# ---- design 1 ----
### Clock network drawn from the DEF, design 1

(3 px per um)
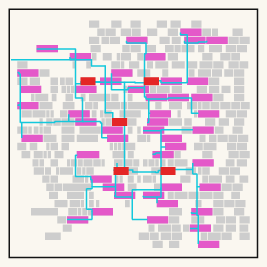

## src/rtl/dram_pkg.sv

```systemverilog
// Shared definitions for the DRAM arbiter slice.
// Contents: arbiter FSM state enum, grant-winner enum, default refresh
// timing parameters and the constant command fields driven during a
// CAS-before-RAS refresh slot.
package dram_pkg;

    localparam int ADDR_W             = 23;
    localparam int REFRESH_CYCLES_DEF = 150;
    localparam int MAX_PENDING_DEF    = 4;

    // A refresh slot looks like a read of both bytes to the sequencer.
    localparam logic             REFRESH_RW   = 1'b1;
    localparam logic [1:0]       REFRESH_BE   = 2'b11;
    localparam logic [ADDR_W-1:0] REFRESH_ADDR = 23'h000000;

    typedef enum logic [1:0] {
        IDLE    = 2'd0,
        ISSUE   = 2'd1,
        WAIT    = 2'd2,
        RELEASE = 2'd3
    } state_t;

    typedef enum logic [1:0] {
        WIN_NONE = 2'd0,
        WIN_P0   = 2'd1,
        WIN_P1   = 2'd2,
        WIN_REF  = 2'd3
    } winner_t;

endpackage

```

## src/rtl/dram_arbiter_if.sv

```systemverilog
// Bus bundle between the two requesters, the arbiter and the DRAM sequencer.
// Port 0 = 68000 CPU, port 1 = DMA/video fetch.
//   REQn/ADDRn/RWn/BEn : requester command (held until ACKn)
//   ACKn               : one-cycle completion pulse to requester n
//   MEM_*              : command to the sequencer, MEM_DONE back from it
//   REFRESH_OVF        : sticky refresh backlog overflow flag
// slave modport = arbiter view, master modport = environment view.
interface dram_arbiter_if;
    import dram_pkg::*;

    logic              REQ0;
    logic [ADDR_W-1:0] ADDR0;
    logic              RW0;
    logic [1:0]        BE0;
    logic              ACK0;
    logic              REQ1;
    logic [ADDR_W-1:0] ADDR1;
    logic              RW1;
    logic [1:0]        BE1;
    logic              ACK1;
    logic              MEM_REQ;
    logic              MEM_REFRESH;
    logic [ADDR_W-1:0] MEM_ADDR;
    logic              MEM_RW;
    logic [1:0]        MEM_BE;
    logic              MEM_DONE;
    logic              REFRESH_OVF;

    modport slave (
        input  REQ0, ADDR0, RW0, BE0, REQ1, ADDR1, RW1, BE1, MEM_DONE,
        output ACK0, ACK1, MEM_REQ, MEM_REFRESH, MEM_ADDR, MEM_RW, MEM_BE,
               REFRESH_OVF
    );

    modport master (
        output REQ0, ADDR0, RW0, BE0, REQ1, ADDR1, RW1, BE1, MEM_DONE,
        input  ACK0, ACK1, MEM_REQ, MEM_REFRESH, MEM_ADDR, MEM_RW, MEM_BE,
               REFRESH_OVF
    );

endinterface

```

## src/rtl/dram_refresh_timer.sv

```systemverilog
// Refresh scheduler: free-running tick every REFRESH_CYCLES clocks and a
// 3-bit count of refreshes owed to the DRAM.
//   CLK, RST        : clock, synchronous active-low reset
//   refresh_grant_i : arbiter is granting a refresh slot this cycle
//   pending_o       : refreshes owed (0..7)
//   refresh_ovf_o   : sticky, a tick arrived while 7 were already owed
module dram_refresh_timer
    import dram_pkg::*;
#(
    parameter int REFRESH_CYCLES = REFRESH_CYCLES_DEF
) (
    input  logic       CLK,
    input  logic       RST,
    input  logic       refresh_grant_i,
    output logic [2:0] pending_o,
    output logic       refresh_ovf_o
);

    localparam int               CNT_W    = (REFRESH_CYCLES > 1) ? $clog2(REFRESH_CYCLES) : 1;
    localparam logic [CNT_W-1:0] CNT_LAST = CNT_W'(REFRESH_CYCLES - 1);
    localparam logic [CNT_W-1:0] CNT_ONE  = CNT_W'(1);

    logic [CNT_W-1:0] cnt_q, cnt_d;
    logic [2:0]       pending_q, pending_d;
    logic             ovf_q, ovf_d;
    logic             tick_s;

    // Next-state for the tick counter and the owed-refresh count.
    always_comb begin
        tick_s    = (cnt_q == CNT_LAST);
        cnt_d     = tick_s ? {CNT_W{1'b0}} : (cnt_q + CNT_ONE);
        pending_d = pending_q;
        ovf_d     = ovf_q;
        // A tick and a grant in the same cycle cancel out.
        case ({tick_s, refresh_grant_i})
            2'b10: begin
                if (pending_q == 3'd7) begin
                    ovf_d = 1'b1;
                end else begin
                    pending_d = pending_q + 3'd1;
                end
            end
            2'b01: begin
                if (pending_q != 3'd0) begin
                    pending_d = pending_q - 3'd1;
                end else begin
                    pending_d = pending_q;
                end
            end
            default: pending_d = pending_q;
        endcase
    end

    // State registers.
    always_ff @(posedge CLK) begin
        if (!RST) begin
            cnt_q     <= {CNT_W{1'b0}};
            pending_q <= 3'd0;
            ovf_q     <= 1'b0;
        end else begin
            cnt_q     <= cnt_d;
            pending_q <= pending_d;
            ovf_q     <= ovf_d;
        end
    end

    assign pending_o     = pending_q;
    assign refresh_ovf_o = ovf_q;

endmodule

```

## src/rtl/dram_arbiter.sv

```systemverilog
// Two-port DRAM arbiter with refresh scheduling.
// Grants the single DRAM sequencer to port 0 (CPU), port 1 (DMA/video) or a
// refresh slot, latches the winning command onto MEM_*, holds it until
// MEM_DONE and then pulses the winner's ACK.
//   CLK, RST : clock, synchronous active-low reset
//   bus      : dram_arbiter_if.slave (requesters, sequencer, REFRESH_OVF)
module dram_arbiter
    import dram_pkg::*;
#(
    parameter int REFRESH_CYCLES = REFRESH_CYCLES_DEF,
    parameter int MAX_PENDING    = MAX_PENDING_DEF
) (
    input  logic           CLK,
    input  logic           RST,
    dram_arbiter_if.slave  bus
);

    localparam logic [2:0] MAX_PEND_L = 3'(MAX_PENDING);

    state_t             state_q;
    winner_t            gnt_q;
    winner_t            win_d;
    logic               last_grant_q;
    logic               mem_req_q;
    logic               mem_refresh_q;
    logic [ADDR_W-1:0]  mem_addr_q;
    logic               mem_rw_q;
    logic [1:0]         mem_be_q;
    logic               ack0_q;
    logic               ack1_q;
    logic [2:0]         pending_s;
    logic               refresh_ovf_s;
    logic               refresh_grant_s;

    dram_refresh_timer #(
        .REFRESH_CYCLES (REFRESH_CYCLES)
    ) u_timer (
        .CLK             (CLK),
        .RST             (RST),
        .refresh_grant_i (refresh_grant_s),
        .pending_o       (pending_s),
        .refresh_ovf_o   (refresh_ovf_s)
    );

    // Winner selection: a large refresh backlog beats everything, ports
    // alternate on a tie, and refresh otherwise only fills idle slots.
    always_comb begin
        win_d = WIN_NONE;
        if (pending_s >= MAX_PEND_L) begin
            win_d = WIN_REF;
        end else if (bus.REQ0 && bus.REQ1) begin
            win_d = last_grant_q ? WIN_P0 : WIN_P1;
        end else if (bus.REQ0) begin
            win_d = WIN_P0;
        end else if (bus.REQ1) begin
            win_d = WIN_P1;
        end else if (pending_s != 3'd0) begin
            win_d = WIN_REF;
        end else begin
            win_d = WIN_NONE;
        end
        refresh_grant_s = (state_q == IDLE) && (win_d == WIN_REF);
    end

    // Arbiter FSM with registered command and acknowledge outputs.
    always_ff @(posedge CLK) begin
        if (!RST) begin
            state_q       <= IDLE;
            gnt_q         <= WIN_NONE;
            last_grant_q  <= 1'b1;
            mem_req_q     <= 1'b0;
            mem_refresh_q <= 1'b0;
            mem_addr_q    <= {ADDR_W{1'b0}};
            mem_rw_q      <= 1'b1;
            mem_be_q      <= 2'b00;
            ack0_q        <= 1'b0;
            ack1_q        <= 1'b0;
        end else begin
            ack0_q <= 1'b0;
            ack1_q <= 1'b0;
            case (state_q)
                IDLE: begin
                    if (win_d != WIN_NONE) begin
                        gnt_q   <= win_d;
                        state_q <= ISSUE;
                        case (win_d)
                            WIN_P0: begin
                                mem_refresh_q <= 1'b0;
                                mem_addr_q    <= bus.ADDR0;
                                mem_rw_q      <= bus.RW0;
                                mem_be_q      <= bus.BE0;
                                last_grant_q  <= 1'b0;
                            end
                            WIN_P1: begin
                                mem_refresh_q <= 1'b0;
                                mem_addr_q    <= bus.ADDR1;
                                mem_rw_q      <= bus.RW1;
                                mem_be_q      <= bus.BE1;
                                last_grant_q  <= 1'b1;
                            end
                            default: begin
                                mem_refresh_q <= 1'b1;
                                mem_addr_q    <= REFRESH_ADDR;
                                mem_rw_q      <= REFRESH_RW;
                                mem_be_q      <= REFRESH_BE;
                            end
                        endcase
                    end
                end
                ISSUE: begin
                    mem_req_q <= 1'b1;
                    state_q   <= WAIT;
                end
                WAIT: begin
                    // Requests are not looked at here; only completion matters.
                    if (bus.MEM_DONE) begin
                        mem_req_q <= 1'b0;
                        ack0_q    <= (gnt_q == WIN_P0);
                        ack1_q    <= (gnt_q == WIN_P1);
                        state_q   <= RELEASE;
                    end
                end
                RELEASE: begin
                    // Dead cycle so the acked requester can drop REQ first.
                    state_q <= IDLE;
                end
                default: begin
                    mem_req_q <= 1'b0;
                    state_q   <= IDLE;
                end
            endcase
        end
    end

    assign bus.ACK0        = ack0_q;
    assign bus.ACK1        = ack1_q;
    assign bus.MEM_REQ     = mem_req_q;
    assign bus.MEM_REFRESH = mem_refresh_q;
    assign bus.MEM_ADDR    = mem_addr_q;
    assign bus.MEM_RW      = mem_rw_q;
    assign bus.MEM_BE      = mem_be_q;
    assign bus.REFRESH_OVF = refresh_ovf_s;

endmodule
```

## src/flat_wrapper.sv

```systemverilog
// flat-port wrapper written by rule: the top's interface ports become plain ports
module dram_arbiter_flat import dram_pkg::*;
#(
    parameter int REFRESH_CYCLES = REFRESH_CYCLES_DEF,
    parameter int MAX_PENDING    = MAX_PENDING_DEF
)
  (CLK, RST, bus_REQ0, bus_ADDR0, bus_RW0, bus_BE0, bus_REQ1, bus_ADDR1, bus_RW1, bus_BE1, bus_MEM_DONE, bus_ACK0, bus_ACK1, bus_MEM_REQ, bus_MEM_REFRESH, bus_MEM_ADDR, bus_MEM_RW, bus_MEM_BE, bus_REFRESH_OVF);
  dram_arbiter_if bus_i ();
  input  logic CLK;
  input  logic RST;
  input wire logic [$bits(bus_i.REQ0)-1:0] bus_REQ0;
  input wire logic [$bits(bus_i.ADDR0)-1:0] bus_ADDR0;
  input wire logic [$bits(bus_i.RW0)-1:0] bus_RW0;
  input wire logic [$bits(bus_i.BE0)-1:0] bus_BE0;
  input wire logic [$bits(bus_i.REQ1)-1:0] bus_REQ1;
  input wire logic [$bits(bus_i.ADDR1)-1:0] bus_ADDR1;
  input wire logic [$bits(bus_i.RW1)-1:0] bus_RW1;
  input wire logic [$bits(bus_i.BE1)-1:0] bus_BE1;
  input wire logic [$bits(bus_i.MEM_DONE)-1:0] bus_MEM_DONE;
  output wire logic [$bits(bus_i.ACK0)-1:0] bus_ACK0;
  output wire logic [$bits(bus_i.ACK1)-1:0] bus_ACK1;
  output wire logic [$bits(bus_i.MEM_REQ)-1:0] bus_MEM_REQ;
  output wire logic [$bits(bus_i.MEM_REFRESH)-1:0] bus_MEM_REFRESH;
  output wire logic [$bits(bus_i.MEM_ADDR)-1:0] bus_MEM_ADDR;
  output wire logic [$bits(bus_i.MEM_RW)-1:0] bus_MEM_RW;
  output wire logic [$bits(bus_i.MEM_BE)-1:0] bus_MEM_BE;
  output wire logic [$bits(bus_i.REFRESH_OVF)-1:0] bus_REFRESH_OVF;
  assign bus_i.REQ0 = bus_REQ0;
  assign bus_i.ADDR0 = bus_ADDR0;
  assign bus_i.RW0 = bus_RW0;
  assign bus_i.BE0 = bus_BE0;
  assign bus_i.REQ1 = bus_REQ1;
  assign bus_i.ADDR1 = bus_ADDR1;
  assign bus_i.RW1 = bus_RW1;
  assign bus_i.BE1 = bus_BE1;
  assign bus_i.MEM_DONE = bus_MEM_DONE;
  assign bus_ACK0 = bus_i.ACK0;
  assign bus_ACK1 = bus_i.ACK1;
  assign bus_MEM_REQ = bus_i.MEM_REQ;
  assign bus_MEM_REFRESH = bus_i.MEM_REFRESH;
  assign bus_MEM_ADDR = bus_i.MEM_ADDR;
  assign bus_MEM_RW = bus_i.MEM_RW;
  assign bus_MEM_BE = bus_i.MEM_BE;
  assign bus_REFRESH_OVF = bus_i.REFRESH_OVF;
  dram_arbiter #(.REFRESH_CYCLES(REFRESH_CYCLES), .MAX_PENDING(MAX_PENDING)) u_core (.CLK(CLK), .RST(RST), .bus(bus_i));
endmodule
```

## config.mk

```make
export PLATFORM = sky130hd
export DESIGN_NAME = dram_arbiter_flat
export DESIGN_NICKNAME = d
export VERILOG_FILES = /design/src/rtl/dram_pkg.sv /design/src/rtl/dram_arbiter_if.sv /design/src/rtl/dram_refresh_timer.sv /design/src/rtl/dram_arbiter.sv /design/src/flat_wrapper.sv
export SDC_FILE = /design/constraint.sdc
export NUM_CORES = 1
export LEC_CHECK = 0
export CAP_MARGIN = 20
export CORE_MARGIN = 2
export CORE_UTILIZATION = 39
export DETAILED_ROUTE_END_ITERATION = 6
export PLACE_DENSITY = 0.75
export SYNTH_ARGS = -nofsm -noshare
export SYNTH_HDL_FRONTEND = slang
export SYNTH_SLANG_ARGS = --single-unit
export TNS_END_PERCENT = 20
```

## constraint.sdc

```tcl
create_clock -name CLK -period 2.4 [get_ports CLK]
set_input_delay 0.48 -clock CLK [delete_from_list [all_inputs] [get_ports CLK]]
set_output_delay 0.48 -clock CLK [all_outputs]
set_load 0.05 [all_outputs]
```

# ---- design 2 ----
==> src/rtl/gtxe2_chnl_cpll_lockdet.sv <==
// CPLL lock / clock-loss detector: counts synchronised ref/fb toggle events per window on CPLLLOCKDETCLK.
// Optional build macro GTXE2_CHNL_CPLL_LOCKDET_STICKY_EN makes the two lost flags sticky until reset or disable.
module gtxe2_chnl_cpll_lockdet #(
    parameter int WINDOW       = 256,
    parameter int REF_MIN      = 8,
    parameter int FB_EXPECT    = 32,
    parameter int FB_TOL       = 2,
    parameter int LOCK_WINDOWS = 4
) (
    input  logic CPLLLOCKDETCLK,
    input  logic reset,
    input  logic CPLLLOCKEN,
    input  logic ref_tgl,
    input  logic fb_tgl,
    output logic CPLLLOCK,
    output logic CPLLREFCLKLOST,
    output logic CPLLFBCLKLOST,
    output logic pll_locked
);

    localparam int WIN_W = $clog2(WINDOW);
    localparam int GC_W  = $clog2(LOCK_WINDOWS + 1);

    localparam int FB_LO_INT = (FB_EXPECT > FB_TOL) ? (FB_EXPECT - FB_TOL) : 0;
    localparam int FB_HI_INT = FB_EXPECT + FB_TOL;
    localparam logic signed [16:0] FB_LO = 17'(FB_LO_INT);
    localparam logic signed [16:0] FB_HI = 17'(FB_HI_INT);

    localparam logic [WIN_W-1:0] WIN_LAST = WIN_W'(WINDOW - 1);
    localparam logic [GC_W-1:0]  GC_LOCK  = GC_W'(LOCK_WINDOWS);
    localparam logic [15:0]      REF_MIN_V = 16'(REF_MIN);

`ifdef GTXE2_CHNL_CPLL_LOCKDET_STICKY_EN
    localparam logic STICKY = 1'b1;
`else
    localparam logic STICKY = 1'b0;
`endif

    localparam logic [1:0] ST_IDLE   = 2'd0;
    localparam logic [1:0] ST_COUNT  = 2'd1;
    localparam logic [1:0] ST_LOCKED = 2'd2;

    // Saturating event counter increment: holds at all-ones instead of wrapping.
    function automatic logic [15:0] sat_inc(input logic [15:0] val, input logic inc);
        logic [15:0] res;
        if (inc && (val != 16'hFFFF)) begin
            res = val + 16'd1;
        end else begin
            res = val;
        end
        return res;
    endfunction

    logic             ref_meta_r, ref_sync_r, ref_prev_r;
    logic             fb_meta_r, fb_sync_r, fb_prev_r;
    logic [1:0]       state_r;
    logic [WIN_W-1:0] win_cnt_r;
    logic [15:0]      ref_cnt_r, fb_cnt_r;
    logic [GC_W-1:0]  good_cnt_r;
    logic             lock_r, ref_lost_r, fb_lost_r;

    logic             ref_evt_s, fb_evt_s, win_term_s;
    logic [15:0]      ref_total_s, fb_total_s;
    logic signed [16:0] fb_signed_s;
    logic             ref_bad_s, fb_bad_s, fb_zero_s, win_good_s;
    logic [GC_W-1:0]  good_inc_s;

    logic [1:0]       state_nxt_s;
    logic [WIN_W-1:0] win_cnt_nxt_s;
    logic [15:0]      ref_cnt_nxt_s, fb_cnt_nxt_s;
    logic [GC_W-1:0]  good_nxt_s;
    logic             lock_nxt_s, ref_lost_nxt_s, fb_lost_nxt_s;

    // Two-flop synchronisers plus one delay stage for edge detection of both toggles.
    always_ff @(posedge CPLLLOCKDETCLK or posedge reset) begin
        if (reset) begin
            ref_meta_r <= 1'b0;
            ref_sync_r <= 1'b0;
            ref_prev_r <= 1'b0;
            fb_meta_r  <= 1'b0;
            fb_sync_r  <= 1'b0;
            fb_prev_r  <= 1'b0;
        end else begin
            ref_meta_r <= ref_tgl;
            ref_sync_r <= ref_meta_r;
            ref_prev_r <= ref_sync_r;
            fb_meta_r  <= fb_tgl;
            fb_sync_r  <= fb_meta_r;
            fb_prev_r  <= fb_sync_r;
        end
    end

    assign ref_evt_s   = ref_sync_r ^ ref_prev_r;
    assign fb_evt_s    = fb_sync_r ^ fb_prev_r;
    assign win_term_s  = (win_cnt_r == WIN_LAST);

    // Totals include an event landing on the terminal cycle itself.
    assign ref_total_s = sat_inc(ref_cnt_r, ref_evt_s);
    assign fb_total_s  = sat_inc(fb_cnt_r, fb_evt_s);
    assign fb_signed_s = {1'b0, fb_total_s};

    assign ref_bad_s   = (ref_total_s < REF_MIN_V);
    assign fb_bad_s    = (fb_signed_s < FB_LO) || (fb_signed_s > FB_HI);
    assign fb_zero_s   = !ref_bad_s && (fb_total_s == 16'h0000);
    assign win_good_s  = !ref_bad_s && !fb_bad_s;
    assign good_inc_s  = good_cnt_r + GC_W'(1);

    // Next-state logic: window bookkeeping, evaluation at the terminal cycle, lock FSM.
    always_comb begin
        state_nxt_s    = ST_IDLE;
        win_cnt_nxt_s  = '0;
        ref_cnt_nxt_s  = 16'h0000;
        fb_cnt_nxt_s   = 16'h0000;
        good_nxt_s     = '0;
        lock_nxt_s     = 1'b0;
        ref_lost_nxt_s = 1'b0;
        fb_lost_nxt_s  = 1'b0;
        if (!CPLLLOCKEN) begin
            state_nxt_s = ST_IDLE;
        end else begin
            case (state_r)
                ST_IDLE: begin
                    state_nxt_s = ST_COUNT;
                end
                ST_COUNT, ST_LOCKED: begin
                    state_nxt_s    = state_r;
                    good_nxt_s     = good_cnt_r;
                    lock_nxt_s     = lock_r;
                    ref_lost_nxt_s = ref_lost_r;
                    fb_lost_nxt_s  = fb_lost_r;
                    if (win_term_s) begin
                        ref_lost_nxt_s = ref_bad_s | (STICKY & ref_lost_r);
                        fb_lost_nxt_s  = fb_zero_s | (STICKY & fb_lost_r);
                        if (state_r == ST_LOCKED) begin
                            if (!win_good_s) begin
                                state_nxt_s = ST_COUNT;
                                good_nxt_s  = '0;
                                lock_nxt_s  = 1'b0;
                            end else begin
                                lock_nxt_s  = 1'b1;
                            end
                        end else if (win_good_s) begin
                            if (good_inc_s == GC_LOCK) begin
                                state_nxt_s = ST_LOCKED;
                                good_nxt_s  = '0;
                                lock_nxt_s  = 1'b1;
                            end else begin
                                good_nxt_s  = good_inc_s;
                            end
                        end else begin
                            good_nxt_s = '0;
                        end
                    end else begin
                        win_cnt_nxt_s = win_cnt_r + WIN_W'(1);
                        ref_cnt_nxt_s = ref_total_s;
                        fb_cnt_nxt_s  = fb_total_s;
                    end
                end
                default: begin
                    state_nxt_s = ST_IDLE;
                end
            endcase
        end
    end

    // State, counters and registered outputs.
    always_ff @(posedge CPLLLOCKDETCLK or posedge reset) begin
        if (reset) begin
            state_r    <= ST_IDLE;
            win_cnt_r  <= '0;
            ref_cnt_r  <= 16'h0000;
            fb_cnt_r   <= 16'h0000;
            good_cnt_r <= '0;
            lock_r     <= 1'b0;
            ref_lost_r <= 1'b0;
            fb_lost_r  <= 1'b0;
        end else begin
            state_r    <= state_nxt_s;
            win_cnt_r  <= win_cnt_nxt_s;
            ref_cnt_r  <= ref_cnt_nxt_s;
            fb_cnt_r   <= fb_cnt_nxt_s;
            good_cnt_r <= good_nxt_s;
            lock_r     <= lock_nxt_s;
            ref_lost_r <= ref_lost_nxt_s;
            fb_lost_r  <= fb_lost_nxt_s;
        end
    end

    assign CPLLLOCK       = lock_r;
    assign pll_locked     = lock_r;
    assign CPLLREFCLKLOST = ref_lost_r;
    assign CPLLFBCLKLOST  = fb_lost_r;

endmodule

==> config.mk <==
export PLATFORM = sky130hd
export DESIGN_NAME = gtxe2_chnl_cpll_lockdet
export DESIGN_NICKNAME = d
export VERILOG_FILES = /design/src/rtl/gtxe2_chnl_cpll_lockdet.sv
export SDC_FILE = /design/constraint.sdc
export NUM_CORES = 1
export LEC_CHECK = 0
export CORE_ASPECT_RATIO = 1.4
export CORE_MARGIN = 2
export CORE_UTILIZATION = 50
export CTS_BUF_LIST = sky130_fd_sc_hd__clkbuf_4 sky130_fd_sc_hd__clkbuf_8
export DETAILED_ROUTE_END_ITERATION = 10
export GPL_TIMING_DRIVEN = 0
export PLACE_DENSITY = 0.65
export SETUP_SLACK_MARGIN = 0.5
export SYNTH_ARGS = -nofsm -noshare
export SYNTH_HDL_FRONTEND = slang
export SYNTH_SLANG_ARGS = --single-unit
==> constraint.sdc <==
create_clock -name CPLLLOCKDETCLK -period 3.29 [get_ports CPLLLOCKDETCLK]
set_clock_uncertainty 0.15 [all_clocks]
set_input_delay 0.987 -clock CPLLLOCKDETCLK [delete_from_list [all_inputs] [get_ports CPLLLOCKDETCLK]]
set_output_delay 0.987 -clock CPLLLOCKDETCLK [all_outputs]
set_load 0.03 [all_outputs]
# ---- design 3 ----
File: src/rtl/mic_volume_meter.sv
// mic_volume_meter: SPI master for a 12-bit mic ADC, peak-hold over WINDOW samples, 4-bit vol output.
// Define MIC_VOL_DECAY_EN for instant-attack / one-step-per-window decay on vol.
module mic_volume_meter #(
  parameter int CLK_DIV = 50,
  parameter int WINDOW  = 1024
) (
  input  logic        clk,
  input  logic        clr_n,
  input  logic        miso,
  output logic        sclk,
  output logic        cs_n,
  output logic [11:0] sample,
  output logic        sample_valid,
  output logic [3:0]  vol,
  output logic        vol_valid
);
  localparam int CW = $clog2(2 * CLK_DIV);
  localparam int WW = $clog2(WINDOW);
  localparam logic [CW-1:0] LO_LAST  = CW'(CLK_DIV - 1);
  localparam logic [CW-1:0] PH_LAST  = CW'(2 * CLK_DIV - 1);
  localparam logic [WW-1:0] WIN_LAST = WW'(WINDOW - 1);

  typedef enum logic [1:0] {GAP, SHIFT, DONE} state_t;

  state_t        state_q, state_d;
  logic [CW-1:0] cnt_q, cnt_d;
  logic [3:0]    bit_q, bit_d;
  logic [11:0]   shift_q, shift_d;
  logic          sclk_q, sclk_d, cs_n_q, cs_n_d;
  logic [11:0]   sample_q, sample_d;
  logic          sample_valid_q, sample_valid_d, vol_valid_q, vol_valid_d;
  logic [3:0]    vol_q, vol_d;
  logic [10:0]   peak_q, peak_d;
  logic [WW-1:0] win_q, win_d;
  logic          cap, close;
  logic [10:0]   amp, pk;
  logic [3:0]    level;

  always_comb begin
    state_d = state_q;
    cnt_d   = cnt_q + 1'b1;
    bit_d   = bit_q;
    shift_d = shift_q;
    cap     = 1'b0;
    case (state_q)
      GAP: if (cnt_q == PH_LAST) begin
        state_d = SHIFT;
        cnt_d   = '0;
        bit_d   = '0;
      end
      SHIFT: begin
        if (cnt_q == LO_LAST) shift_d = {shift_q[10:0], miso};
        if (cnt_q == PH_LAST) begin
          cnt_d = '0;
          bit_d = bit_q + 1'b1;
          if (bit_q == 4'd15) begin
            state_d = DONE;
            cap     = 1'b1;
          end
        end
      end
      // DONE is the first cycle of the inter-frame gap
      default: begin
        state_d = GAP;
        cnt_d   = CW'(1);
      end
    endcase
    sclk_d = (state_d != SHIFT) || (cnt_d > LO_LAST);
    cs_n_d = state_d != SHIFT;
  end

  // Only the last 12 of the 16 shifted bits are kept; the 4 leading zeros fall off the top.
  always_comb begin
    amp            = shift_q[11] ? shift_q[10:0] :
                     ((shift_q[10:0] == '0) ? 11'h7ff : 11'h0 - shift_q[10:0]);
    pk             = (amp > peak_q) ? amp : peak_q;
    level          = pk[10:7];
    close          = cap && (win_q == WIN_LAST);
    sample_d       = cap ? shift_q : sample_q;
    sample_valid_d = cap;
    vol_valid_d    = close;
    peak_d         = cap ? (close ? '0 : pk) : peak_q;
    win_d          = cap ? (close ? '0 : win_q + 1'b1) : win_q;
`ifdef MIC_VOL_DECAY_EN
    vol_d          = close ? ((level >= vol_q) ? level : vol_q - 1'b1) : vol_q;
`else
    vol_d          = close ? level : vol_q;
`endif
  end

  always_ff @(posedge clk or negedge clr_n) begin
    if (!clr_n) begin
      state_q        <= GAP;
      cnt_q          <= '0;
      bit_q          <= '0;
      shift_q        <= '0;
      sclk_q         <= 1'b1;
      cs_n_q         <= 1'b1;
      sample_q       <= '0;
      sample_valid_q <= 1'b0;
      vol_q          <= '0;
      vol_valid_q    <= 1'b0;
      peak_q         <= '0;
      win_q          <= '0;
    end else begin
      state_q        <= state_d;
      cnt_q          <= cnt_d;
      bit_q          <= bit_d;
      shift_q        <= shift_d;
      sclk_q         <= sclk_d;
      cs_n_q         <= cs_n_d;
      sample_q       <= sample_d;
      sample_valid_q <= sample_valid_d;
      vol_q          <= vol_d;
      vol_valid_q    <= vol_valid_d;
      peak_q         <= peak_d;
      win_q          <= win_d;
    end
  end

  assign sclk         = sclk_q;
  assign cs_n         = cs_n_q;
  assign sample       = sample_q;
  assign sample_valid = sample_valid_q;
  assign vol          = vol_q;
  assign vol_valid    = vol_valid_q;
endmodule

File: config.mk
export PLATFORM = sky130hd
export DESIGN_NAME = mic_volume_meter
export DESIGN_NICKNAME = d
export VERILOG_FILES = /design/src/rtl/mic_volume_meter.sv
export SDC_FILE = /design/constraint.sdc
export NUM_CORES = 1
export LEC_CHECK = 0
export CORE_AREA = 2 2 80 82
export CTS_CLUSTER_DIAMETER = 120
export DETAILED_ROUTE_END_ITERATION = 10
export DIE_AREA = 0 0 82 84
export GPL_TIMING_DRIVEN = 0
export PLACE_DENSITY = 0.9
export SLEW_MARGIN = 40
export SYNTH_ARGS = -nofsm -noshare
export SYNTH_HDL_FRONTEND = slang
export SYNTH_SLANG_ARGS = --single-unit
File: constraint.sdc
create_clock -name clk -period 3.7 [get_ports clk]
set_input_delay 0.37 -clock clk [delete_from_list [all_inputs] [get_ports clk]]
set_output_delay 0.37 -clock clk [all_outputs]
set_load 0.02 [all_outputs]
# ---- design 4 ----
File: src/rtl/axi_rd_arb_pkg.sv
// Shared types and constants for the AXI read-channel arbiter and its helpers.
package axi_rd_arb_pkg;

  localparam int ARB_MAX_N = 16;

  localparam logic [1:0] AXI_BURST_INCR = 2'b01;
  localparam logic [1:0] AXI_SIZE_1B    = 2'b00;

  typedef enum logic {
    IDLE,
    ISSUE
  } arb_state_t;

endpackage

File: src/rtl/axi_rd_arbiter_rr_pick.sv
// Round-robin priority encoder: first set bit of mask at or after ptr, wrapping.
// Purely combinational, no backpressure; reusable for write-channel arbitration.
module rr_pick
  import axi_rd_arb_pkg::*;
#(
  parameter int N = 4
) (
  input  logic [N-1:0] mask,
  input  logic [3:0]   ptr,
  output logic [3:0]   grant,
  output logic         any
);

  logic [ARB_MAX_N-1:0] mask_x;
  logic [3:0]           idx;

  // Walk from the farthest candidate back to ptr so the nearest one wins.
  always_comb begin
    mask_x = ARB_MAX_N'(mask);
    grant  = '0;
    any    = 1'b0;
    idx    = '0;
    for (int k = N - 1; k >= 0; k--) begin
      idx = 4'((int'(ptr) + k) % N);
      if (mask_x[idx]) begin
        grant = idx;
        any   = 1'b1;
      end
    end
  end

endmodule

File: src/rtl/axi_rd_arbiter.sv
// Round-robin AR issue (1 cycle cmd->AR, AR held until arready) with combinational R steering by rid;
// R backpressure comes from the owning requester. AXI_RD_ARB_RESP_ERR_EN adds the sticky rsp_err output.
module axi_rd_arbiter
  import axi_rd_arb_pkg::*;
#(
  parameter int N = 4
) (
  input  logic            clk,
  input  logic            nreset,
  input  logic [N-1:0]    req_valid,
  output logic [N-1:0]    req_ready,
  input  logic [N*16-1:0] req_addr,
  input  logic [N*8-1:0]  req_len,
  output logic [N-1:0]    rsp_valid,
  input  logic [N-1:0]    rsp_ready,
  output logic [7:0]      rsp_data,
  output logic            rsp_last,
  output logic            err_unexp_id,
`ifdef AXI_RD_ARB_RESP_ERR_EN
  output logic [N-1:0]    rsp_err,
`endif
  output logic            axi_arvalid,
  input  logic            axi_arready,
  output logic [3:0]      axi_arid,
  output logic [15:0]     axi_araddr,
  output logic [7:0]      axi_arlen,
  output logic [1:0]      axi_arsize,
  output logic [1:0]      axi_arburst,
  output logic [1:0]      axi_arlock,
  output logic [3:0]      axi_arcache,
  output logic [2:0]      axi_arprot,
  output logic [3:0]      axi_arqos,
  input  logic            axi_rvalid,
  output logic            axi_rready,
  input  logic [3:0]      axi_rid,
  input  logic [7:0]      axi_rdata,
  input  logic [1:0]      axi_rresp,
  input  logic            axi_rlast
);

  arb_state_t state, state_nxt;
  logic [N-1:0]  busy;
  logic [3:0]    ptr;
  logic [3:0]    pick_idx;
  logic          pick_any;
  logic          load, ar_done;
  logic [N-1:0]  pick_oh, set_mask, clr_mask;
  logic [15:0]   addr_a [ARB_MAX_N];
  logic [7:0]    len_a  [ARB_MAX_N];
  logic [ARB_MAX_N-1:0] busy_x, rdy_x;
  logic          rid_ok, rid_hit, r_last_hs;

  rr_pick #(.N(N)) u_pick (
    .mask  (req_valid & ~busy),
    .ptr   (ptr),
    .grant (pick_idx),
    .any   (pick_any)
  );

  always_comb begin
    for (int i = 0; i < ARB_MAX_N; i++) begin
      addr_a[i] = '0;
      len_a[i]  = '0;
    end
    for (int i = 0; i < N; i++) begin
      addr_a[i] = req_addr[i*16 +: 16];
      len_a[i]  = req_len[i*8 +: 8];
    end
  end

  always_ff @(posedge clk or negedge nreset) begin
    if (!nreset) state <= IDLE;
    else         state <= state_nxt;
  end

  always_comb begin
    state_nxt = state;
    load      = 1'b0;
    ar_done   = 1'b0;
    case (state)
      IDLE: begin
        if (pick_any) begin
          load      = 1'b1;
          state_nxt = ISSUE;
        end
      end
      ISSUE: begin
        if (axi_arvalid && axi_arready) begin
          ar_done   = 1'b1;
          state_nxt = IDLE;
        end
      end
      default: state_nxt = IDLE;
    endcase
  end

  assign busy_x    = ARB_MAX_N'(busy);
  assign rdy_x     = ARB_MAX_N'(rsp_ready);
  assign rid_ok    = ({1'b0, axi_rid} < 5'(N));
  assign rid_hit   = busy_x[axi_rid];
  // Beats with no owner are drained so a stray response cannot wedge the channel.
  assign axi_rready = rid_ok ? (rid_hit ? rdy_x[axi_rid] : axi_rvalid) : 1'b1;
  assign r_last_hs = axi_rvalid & axi_rready & rid_hit & axi_rlast;
  assign rsp_data  = axi_rdata;
  assign rsp_last  = axi_rlast;

  always_comb begin
    pick_oh   = '0;
    set_mask  = '0;
    clr_mask  = '0;
    rsp_valid = '0;
    for (int i = 0; i < N; i++) begin
      pick_oh[i]   = (pick_idx == 4'(i));
      set_mask[i]  = ar_done & (axi_arid == 4'(i));
      clr_mask[i]  = r_last_hs & (axi_rid == 4'(i));
      rsp_valid[i] = axi_rvalid & (axi_rid == 4'(i)) & busy[i];
    end
  end

  always_ff @(posedge clk or negedge nreset) begin
    if (!nreset) begin
      axi_arvalid  <= 1'b0;
      axi_arid     <= '0;
      axi_araddr   <= '0;
      axi_arlen    <= '0;
      req_ready    <= '0;
      busy         <= '0;
      ptr          <= '0;
      err_unexp_id <= 1'b0;
    end else begin
      req_ready <= '0;
      if (load) begin
        axi_arvalid <= 1'b1;
        axi_arid    <= pick_idx;
        axi_araddr  <= addr_a[pick_idx];
        axi_arlen   <= len_a[pick_idx];
        req_ready   <= pick_oh;
      end else if (ar_done) begin
        axi_arvalid <= 1'b0;
        ptr         <= (axi_arid == 4'(N - 1)) ? 4'd0 : axi_arid + 4'd1;
      end
      // A grant never targets a busy requester, so set and clear bits never collide.
      busy <= (busy | set_mask) & ~clr_mask;
      if (axi_rvalid && !rid_hit) err_unexp_id <= 1'b1;
    end
  end

`ifdef AXI_RD_ARB_RESP_ERR_EN
  always_ff @(posedge clk or negedge nreset) begin
    if (!nreset) begin
      rsp_err <= '0;
    end else begin
      for (int i = 0; i < N; i++) begin
        if (axi_rvalid && axi_rready && rid_hit && (axi_rid == 4'(i)) && (axi_rresp != 2'b00))
          rsp_err[i] <= 1'b1;
      end
    end
  end
`else
  logic unused_rresp;
  assign unused_rresp = ^axi_rresp;
`endif

  assign axi_arsize  = AXI_SIZE_1B;
  assign axi_arburst = AXI_BURST_INCR;
  assign axi_arlock  = 2'b00;
  assign axi_arcache = 4'b0000;
  assign axi_arprot  = 3'b000;
  assign axi_arqos   = 4'b0000;

endmodule

File: config.mk
export PLATFORM = sky130hd
export DESIGN_NAME = axi_rd_arbiter
export DESIGN_NICKNAME = d
export VERILOG_FILES = /design/src/rtl/axi_rd_arb_pkg.sv /design/src/rtl/axi_rd_arbiter_rr_pick.sv /design/src/rtl/axi_rd_arbiter.sv
export SDC_FILE = /design/constraint.sdc
export NUM_CORES = 1
export LEC_CHECK = 0
export CAP_MARGIN = 0
export CORE_MARGIN = 5
export CORE_UTILIZATION = 39
export DETAILED_ROUTE_END_ITERATION = 7
export HOLD_SLACK_MARGIN = 0.02
export PLACE_DENSITY = 0.88
export REMOVE_ABC_BUFFERS = 1
export SKIP_CTS_REPAIR_TIMING = 1
export SYNTH_ARGS = -nofsm -noshare
export SYNTH_HDL_FRONTEND = slang
export SYNTH_HIERARCHICAL = 1
export SYNTH_SLANG_ARGS = --single-unit
File: constraint.sdc
create_clock -name clk -period 4.7 [get_ports clk]
set_input_delay 1.175 -clock clk [delete_from_list [all_inputs] [get_ports clk]]
set_output_delay 1.175 -clock clk [all_outputs]
set_load 0.01 [all_outputs]
### Clock network drawn from the DEF, design 2

(3 px per um)
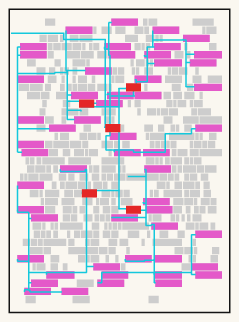
Key: clock wires = cyan [length 678 um]; clock drivers = red [count 5]; flip-flops = magenta [count 54]
Position of the flops: all over the die. There are 6 routed clock nets.
fraction of power consumed by the clock network: 33.9%
Clock Latency Late Sink: 320 ps
power in the clock group: 0.468 mW

### Logic cells by family, design 2

(3 px per um)
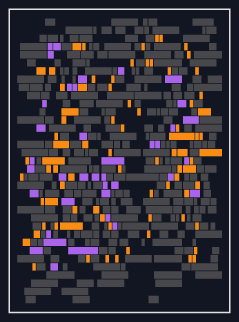
Key: aoi and oai cells = purple [cells 38, most used o21ai_0]; nor cells = orange [cells 79, most used nor2_1]

==> out/metrics.sh, design 2 <==
SYNTH.CELLMIX.XORXNORSHARE_PCT=11.3
STATUS='complete, no violations'
LARGEST_FAMILY_OF_LOGIC_CELLS_BY_AREA='simple AND/OR/NAND/NOR gates'
POST-DP-HPWL_MM=5.15
CLOCK_TREE.ROOT_CELL='clkbuf_8'
SYNTH_AREA_UM2=3330
DRIVE_GT1_SHARE_PCT=25.9
NNETSFINAL=418
CLOCK.FMAX_GHz=0.327
SLEW_VIOLATIONS=0
DRT_PRE_ANTENNA_ITERS=4
YOSYS.AREA_SHARE.ADDER_PCT=3.38
VIAS_IN_THE_FIRST_GLOBAL_ROUTE=2832
P_COMB_SHARE_PCT=15.4
STARTPOINT='ref_cnt_r[0]$_DFFE_PP0P_'
MIN_PERIOD_OVER_PERIOD_PCT=92.9
DESIGN_POWER_TOTAL_mW=1.38
DIE_OUTLINE_AREA_UM2=7340
WORST_MAX_SLEW_PIN_SLEW_PS=544
DESIGN.CORE.AREA_UM2=6530
YOSYS.AREA_SHARE.SIMPLE_PCT=28.5
HOLD_VIOLATIONS=0
design 2: Yosys cell counts (all sizes together) (6+ instances only):
master,number
nand2,29
o21ai,10
nand4,11
buf,11
clkbuf,10
nor2,50
xor2,19
nand3,24
mux2i,6
ha,9
a31oi,6
xnor2,24
and3,9
dfrtp,54
nor4,7
nor3,14
design 2: per-layer routing:
layer | up-vias | global-route usage, % | wire, um | share of wire [%]
met5 | - | 0 | 0 | 0
met4 | 0 | 9.54 | 161 | 2.1
met3 | 19 | 2.90 | 149 | 1.9
met2 | 44 | 38.5 | 4110 | 53
met1 | 1424 | 27.9 | 3290 | 43
li1 | 1384 | - | - | -
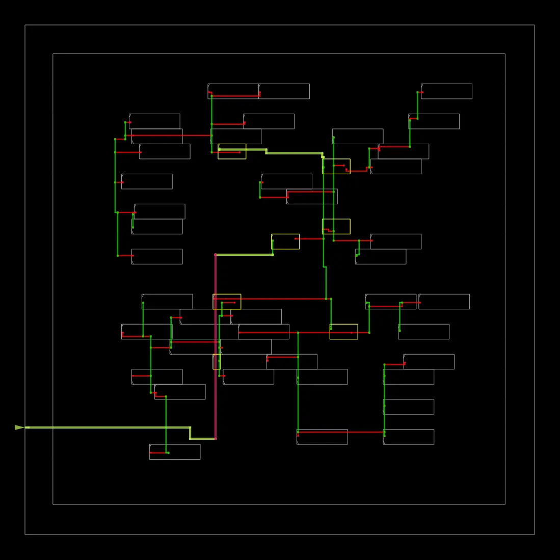
*Clock nets, design 4*
total of clock buffers placed in the layout: 7
sequential cell count of the final layout: 41
Clock Latency Late Sink: 280 ps

==> out/metrics.sh, design 4 <==
TOOL_WARNINGS=30
WORST_SLACK_PS=456
SEQUENTIALPOWER_mW=0.603
FINAL_CORE_UTILIZATION_PCT=62.2
PLACED_AREA_UM2=4070
FIN_AREA_UM2=4150
HOLD_VIOLATIONS=0
MAX_CAP_VIOL_COUNT=0
DIE_OUTLINE_AREA_UM2=8510
HOLD-PATH-CELL-COUNT=1
WORST-PATH-STAGES=5
NNETSFINAL=475
ROUTE.VIAS.TOTAL=2217
P_COMB_SHARE_PCT=56.0
STATUS='complete, no violations'
WL_PER_CELL_UM=17.8
FLOORPLAN.DIE.WIDTH_UM=92.3
DRT-VIAS-PER-INSTANCE=5.18
HOLD_PATH_STARTPOINT='err_unexp_id$_DFFE_PN0P_'
PATH_CLK_SLEW_PS=70
CORE_UTIL_FLOORPLAN_PCT=39.5
WORST-SETUP-PATH-TYPE='in -> out'
SETUP.WORST_PATH.START_CLASS='primary input'
CP_SLOWEST_CELL='clkdlybuf4s50_1'
R2R-START='busy[3]$_DFF_PN0_'
CRIT_BUF_INV=2
FINAL_ANTENNA_NET_COUNT=0
design 4: routing by layer:
metal	GRT usage [%]	share of wire, %	up-vias
met3	9.84	12	6
met2	33.2	53	114
met5	0	0	-
li1	-	-	1017
met4	4.46	0.88	0
met1	17.4	33	1080
design 4: registers in the layout, indices dropped and copies added, names as in the netlist:
name	flops
err_unexp_id	1
axi_araddr	16
axi_arid	4
busy	4
axi_arlen	8
ptr	2
req_ready	4
axi_arvalid	1
state	1
### Power grid, design 3

(4 px per um) Pins as bars on the die edge.
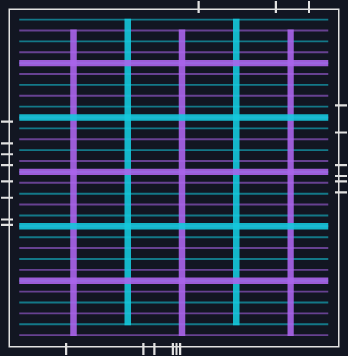
Key: VSS = purple; VDD = cyan
5 straps on met4. 23 signal pins sit on the boundary.

### Clock network drawn from the DEF, design 3

(3 px per um)
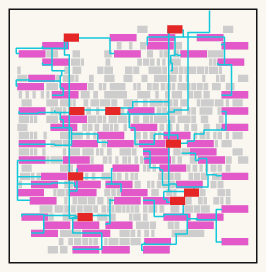
Key: clock wires = cyan [length 877 um]; flip-flops = magenta [count 66]; clock drivers = red [count 9]
There are 10 routed clock nets.

==> out/metrics.sh, design 3 <==
TIMING.RR.END='peak_q[5]$_DFFE_PN0P_'
YOSYS_CELLS=364
STATUS='complete, no violations'
MAX_CAP_VIOL_COUNT=0
CLOCK_TREE_AREA_FRACTION_PCT=4.84
FINALSETUPVIOLATIONS=0
N_ANTENNA_CELL=0
IO-PIN-COUNT=23
SYNTH_AREA_UM2=3450
FLOORPLAN.DIE.WIDTH_UM=82
ROUTABILITY_CONGESTION=0.899
FLOORPLAN.TAPCELLS=77
POWER.CLOCK.FRACTION_PCT=43.9
DESIGN_POWER_TOTAL_mW=1.37
STARTPOINT='shift_q[3]$_DFFE_PN0P_'
POST_SYNTH_EDFFS=0
[design 3: through the flow]
stage               setup WS, ps  hold slack, ps
floorplan                    792            74.4
global placement             182             448
detailed placement          79.2             325
CTS                         16.2             482
global route                55.7             498
finish                       250             473
[design 3: power groups by stage]
stage	sequential (mW)	clock, mW	combinational, mW
6_report	0.722	0.603	0.0490
5_1_grt	0.722	0.642	0.0559
4_1_cts	0.722	0.609	0.0495
3_5_place_dp	0.736	0	0.0485
3_3_place_gp	0.736	0	0.0440
2_1_floorplan	0.736	0	0.0235
### Clock nets, design 1

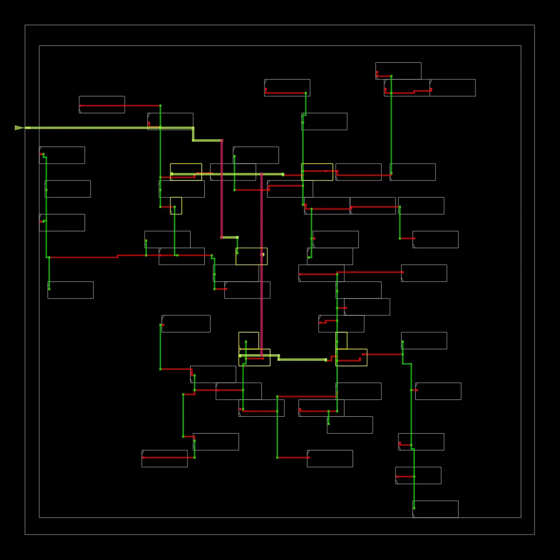
power in the clock group: 0.474 mW
number of clock sinks seen by CTS: 47
Clock Latency Late Sink: 300 ps

Notes on 'Clock network drawn from the DEF' of design 1 above:
Key: clock wires = cyan [length 542 um]; flip-flops = magenta [count 47]; clock drivers = red [count 5]
There are 6 routed clock nets.
clock tree skew after final layout: 5.57 ps
fraction of power consumed by the clock network: 15.3%

==> out/metrics.sh, design 1 <==
PATH_CLK_SLEW_PS=90
MET2_WIRELENGTH_MM=2.86
FINAL_ANTENNA_NET_COUNT=0
AREAGROWTHSYNTHTOFINISH_PCT=50.1
MOSTFREQUENTLAYOUTCELL='clkdlybuf4s50_1'
BUFFERS=107
MIN_PERIOD_OVER_PERIOD_PCT=94.3
CTS_RESIZED=6
SETUP.WORST_PATH.START_CLASS='flip-flop'
ROUTE.DETAILED.DRC=0
YOSYS.AREA_SHARE.ADDER_PCT=6.82
HOLD-PATH-CELL-COUNT=1
WORSTHOLDENDPOINT='u_core.bus.ACK1$_SDFF_PN0_'
H_TREE_DEPTH=2
WORST_HOLD_MARGIN_PS=451
FLOORPLAN.TAPCELLS=75
FINAL-NONCLK-BUF-SHARE_PCT=30.2
GR-TOTAL-OVERFLOW=0
VIAS_IN_THE_FIRST_GLOBAL_ROUTE=1972
R2R-START='u_core.u_timer.pending_o[0]$_SDFFE_PN0P_'
N_ANTENNA_CELL=0
INSTANCES_NO_FILL=415
YS_TOP_CELLS_BY_COUNT='dfxtp_1, a22o_1, nor2_1'
DIE_OUTLINE_AREA_UM2=6760
FINAL.SIGNAL_INVERTER_COUNT=12
STATUS='complete, no violations'
[design 1: report_power, final]
| part | internal [mW] | total, mW | leakage (nW) | switching, mW |
|---|---|---|---|---|
| clock | 0.205 | 0.474 | 0.0483 | 0.269 |
| sequential | 0.908 | 0.994 | 0.383 | 0.0856 |
| combinational | 0.699 | 1.63 | 0.941 | 0.935 |
[design 1: worst max-delay path, cell delays in order (launching register included)]
cell and delay [ps]:
dfxtp_2 370, nor2_2 140, o21bai_1 80, a21oi_2 170
inv_1 70, ha_1 190, and2_4 170, ha_4 160
xor2_1 140, ha_2 170, a21oi_2 150, xnor2_2 90
a21o_2 200, a21oi_2 100

==> layout pictures side by side <==
Signal wires by layer.
shot_01.png
(6 px per um)
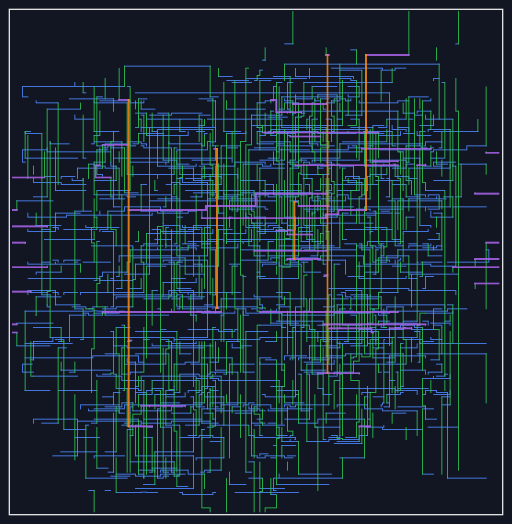
shot_02.png
(6 px per um)
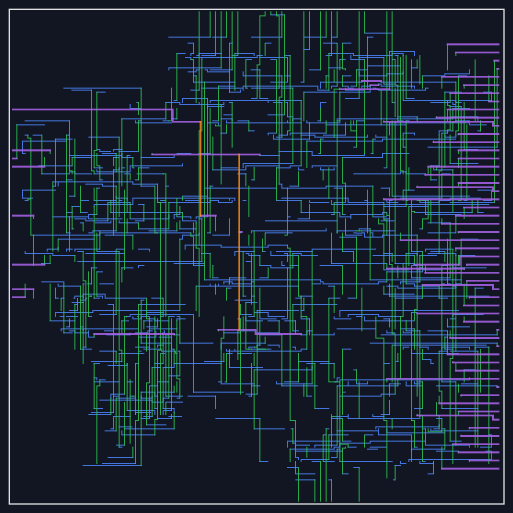
shot_03.png
(4 px per um)
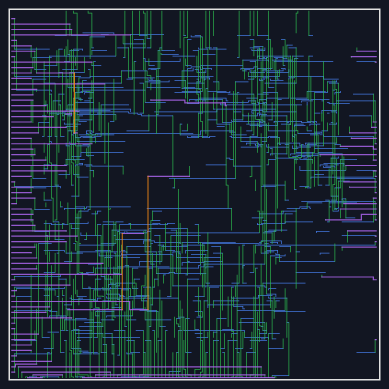
shot_04.png
(4 px per um)
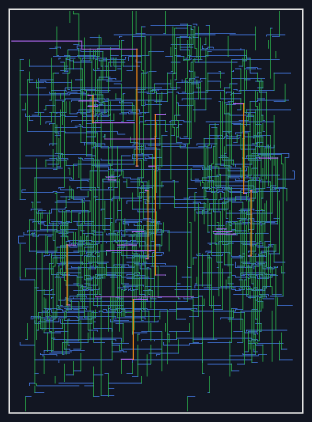
shot_04.png -> design 2
shot_02.png -> design 1
shot_03.png -> design 4
shot_01.png -> design 3

Key to shot_04.png:
Key: metal 3 = purple [wire length 150 um]; metal 1 = blue [wire length 3290 um]; metal 4 = orange [wire length 162 um]; metal 2 = green [wire length 4110 um]


# ---- design 5 ----
## src/rtl/decoder_pkg.sv

```systemverilog
// decoder_pkg: shared constants and helpers for the streaming index decoder.
package decoder_pkg;
  localparam int IDX_W_DEF = 2;
  localparam int CNT_W_DEF = 8;
  localparam int OUT_W_DEF = 1 << IDX_W_DEF;
  function automatic logic [31:0] onehot(input logic [31:0] idx);
    return 32'd1 << idx;
  endfunction
endpackage

```

## src/rtl/fifo2_sync.sv

```systemverilog
// fifo2_sync: two-entry synchronous FIFO with 1-bit wrapping pointers.
module fifo2_sync #(
  parameter int W = 8
) (
  input  logic         clk,
  input  logic         rst,
  input  logic         push,
  input  logic [W-1:0] din,
  input  logic         pop,
  output logic [W-1:0] dout,
  output logic         full,
  output logic         empty
);
  logic [W-1:0] mem_q [2];
  logic         wr_q, rd_q;
  logic [1:0]   cnt_q, cnt_d;
  logic         do_push, do_pop;
  assign full    = cnt_q == 2'd2;
  assign empty   = cnt_q == 2'd0;
  assign do_push = push && !full;
  assign do_pop  = pop && !empty;
  assign dout    = mem_q[rd_q];
  assign cnt_d   = cnt_q + {1'b0, do_push} - {1'b0, do_pop};
  always_ff @(posedge clk) begin
    if (do_push && !rst) mem_q[wr_q] <= din;
    if (rst) begin
      wr_q  <= 1'b0;
      rd_q  <= 1'b0;
      cnt_q <= 2'd0;
    end else begin
      wr_q  <= wr_q ^ do_push;
      rd_q  <= rd_q ^ do_pop;
      cnt_q <= cnt_d;
    end
  end
endmodule

```

## src/rtl/decoder_2to4_stream.sv

```systemverilog
// decoder_2to4_stream: buffered index-to-one-hot stream decoder with saturating per-line hit counters.
module decoder_2to4_stream #(
  parameter int IDX_W = decoder_pkg::IDX_W_DEF,
  parameter int CNT_W = decoder_pkg::CNT_W_DEF,
  localparam int OUT_W = 1 << IDX_W
) (
  input  logic                   clk,
  input  logic                   rst,
  input  logic [IDX_W-1:0]       in_idx,
  input  logic                   in_valid,
  output logic                   in_ready,
  output logic [OUT_W-1:0]       out_onehot,
  output logic                   out_valid,
  input  logic                   out_ready,
  input  logic                   cnt_clr,
  output logic [OUT_W*CNT_W-1:0] hit_cnt
);
  import decoder_pkg::*;
  logic             full, empty, push, pop;
  logic [IDX_W-1:0] head;
  // Ready comes from occupancy alone so a full buffer never accepts on a same-cycle pop.
  assign in_ready   = !full && !rst;
  assign out_valid  = !empty;
  assign push       = in_valid && in_ready;
  assign pop        = out_valid && out_ready;
  assign out_onehot = out_valid ? OUT_W'(onehot(32'(head))) : '0;
  fifo2_sync #(.W(IDX_W)) u_fifo (
    .clk  (clk),
    .rst  (rst),
    .push (push),
    .din  (in_idx),
    .pop  (pop),
    .dout (head),
    .full (full),
    .empty(empty)
  );
  for (genvar i = 0; i < OUT_W; i++) begin : g_cnt
    logic [CNT_W-1:0] cnt_q, cnt_d;
    always_comb cnt_d = cnt_clr ? '0 : (pop && out_onehot[i] && !(&cnt_q)) ? cnt_q + CNT_W'(1) : cnt_q;
    always_ff @(posedge clk) cnt_q <= rst ? '0 : cnt_d;
    assign hit_cnt[i*CNT_W +: CNT_W] = cnt_q;
  end
endmodule
```

## config.mk

```make
export PLATFORM = sky130hd
export DESIGN_NAME = decoder_2to4_stream
export DESIGN_NICKNAME = d
export VERILOG_FILES = /design/src/rtl/decoder_pkg.sv /design/src/rtl/fifo2_sync.sv /design/src/rtl/decoder_2to4_stream.sv
export SDC_FILE = /design/constraint.sdc
export NUM_CORES = 1
export LEC_CHECK = 0
export ABC_AREA = 1
export CORE_ASPECT_RATIO = 0.5
export CORE_MARGIN = 1
export CORE_UTILIZATION = 40
export CTS_CLUSTER_DIAMETER = 120
export DETAILED_ROUTE_END_ITERATION = 7
export GPL_TIMING_DRIVEN = 0
export SETUP_SLACK_MARGIN = 0.1
export SKIP_CTS_REPAIR_TIMING = 1
export SLEW_MARGIN = 20
export SYNTH_ARGS = -nofsm -noshare
export SYNTH_HDL_FRONTEND = slang
export SYNTH_SLANG_ARGS = --single-unit
```

## constraint.sdc

```tcl
create_clock -name clk -period 2.65 [get_ports clk]
set_clock_uncertainty 0.15 [all_clocks]
set_input_delay 0.53 -clock clk [delete_from_list [all_inputs] [get_ports clk]]
set_output_delay 0.53 -clock clk [all_outputs]
set_load 0.005 [all_outputs]
```

### Signal wires by layer, design 5

(6 px per um)
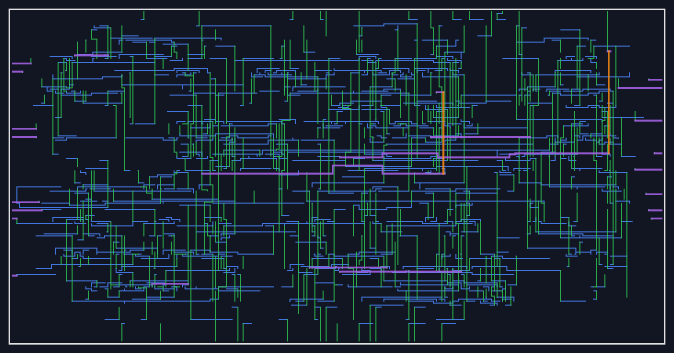
Key: metal 3 = purple [wire length 201 um]; metal 1 = blue [wire length 2570 um]; metal 2 = green [wire length 2270 um]; metal 4 = orange [wire length 30.6 um]

==> out/metrics.sh <==
STATUS='complete, no violations'
WORST-ENDPOINT-ARRIVAL_PS=1760
H_TREE_DEPTH=2
LAYOUT.AREA.TOP_CLASS='multi-input combinational cells'
TIMING.HOLD.WORST.CLASS='reg -> reg'
YS_TOP_CELLS_BY_COUNT='nand2_1, nor2_1, inv_1'
LARGEST_AREA_CONTRIBUTOR_IN_THE_SYNTHESIZED_NETLIST='dfxtp_1'
CRITPATHREQUIREDTIME_PS=1970
VIAS_IN_THE_FIRST_GLOBAL_ROUTE=1992
FINAL_CORE_UTILIZATION_PCT=54.4
FIN_AREA_UM2=2990
WORST-SETUP-PATH-TYPE='in -> out'
SYN_NETS=364
HOLD-PATH-CELL-COUNT=1
DRIVE_GT1_SHARE_PCT=7.92
TRITONCTS='done'
NNETSFINAL=415
POST-DP-HPWL_MM=3.81
DR.FIRST_ITER.DRC_COUNT=93
DESIGN.CORE.AREA_UM2=5490
YS_TYPES=24
NUMCLOCKSINKS=40
==> layer usage <==
| metal | share of wire [%] | global-route usage (%) |
|---|---|---|
| met1 | 51 | 24.6 |
| met2 | 45 | 28.8 |
| met3 | 4.0 | 4.60 |
| met4 | 0.59 | 4.05 |
| met5 | 0 | 0 |
==> logic make-up after synthesis <==
family / after synthesis
xor+xnor: 4
buf+inv: 50
flops: 40
fa+ha+maj: 5
compound gates: 21
simple gates: 232
==> state kept, by name, summed over array words and instances (netlist names) <==
name	cells
u_fifo.wr_q	1
g_cnt.cnt_q	32
u_fifo.rd_q	1
u_fifo.mem_q	4
u_fifo.cnt_q	2


==> layout pictures side by side <==
Logic cells by family.
(3 px per um)
picture 1
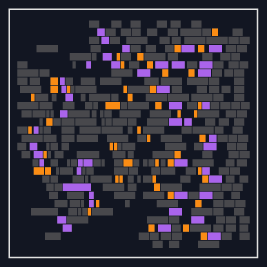
picture 2
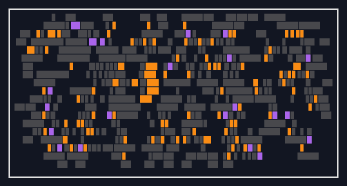
picture 3
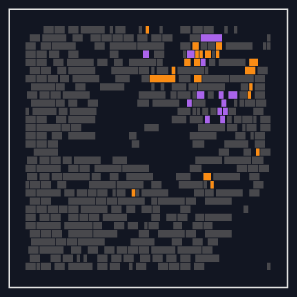
picture 4
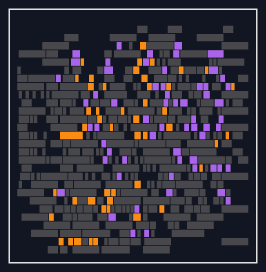
Design 5 is picture 2.
Design 4 is picture 3.
Design 3 is picture 4.
Design 1 is picture 1.
- largest die: picture 3

Key to picture 1:
Key: aoi and oai cells = purple [cells 45, most used a22oi_2]; nor cells = orange [cells 48, most used nor2_1]

No activity file was given, so power comes from the tool's default toggle rates.
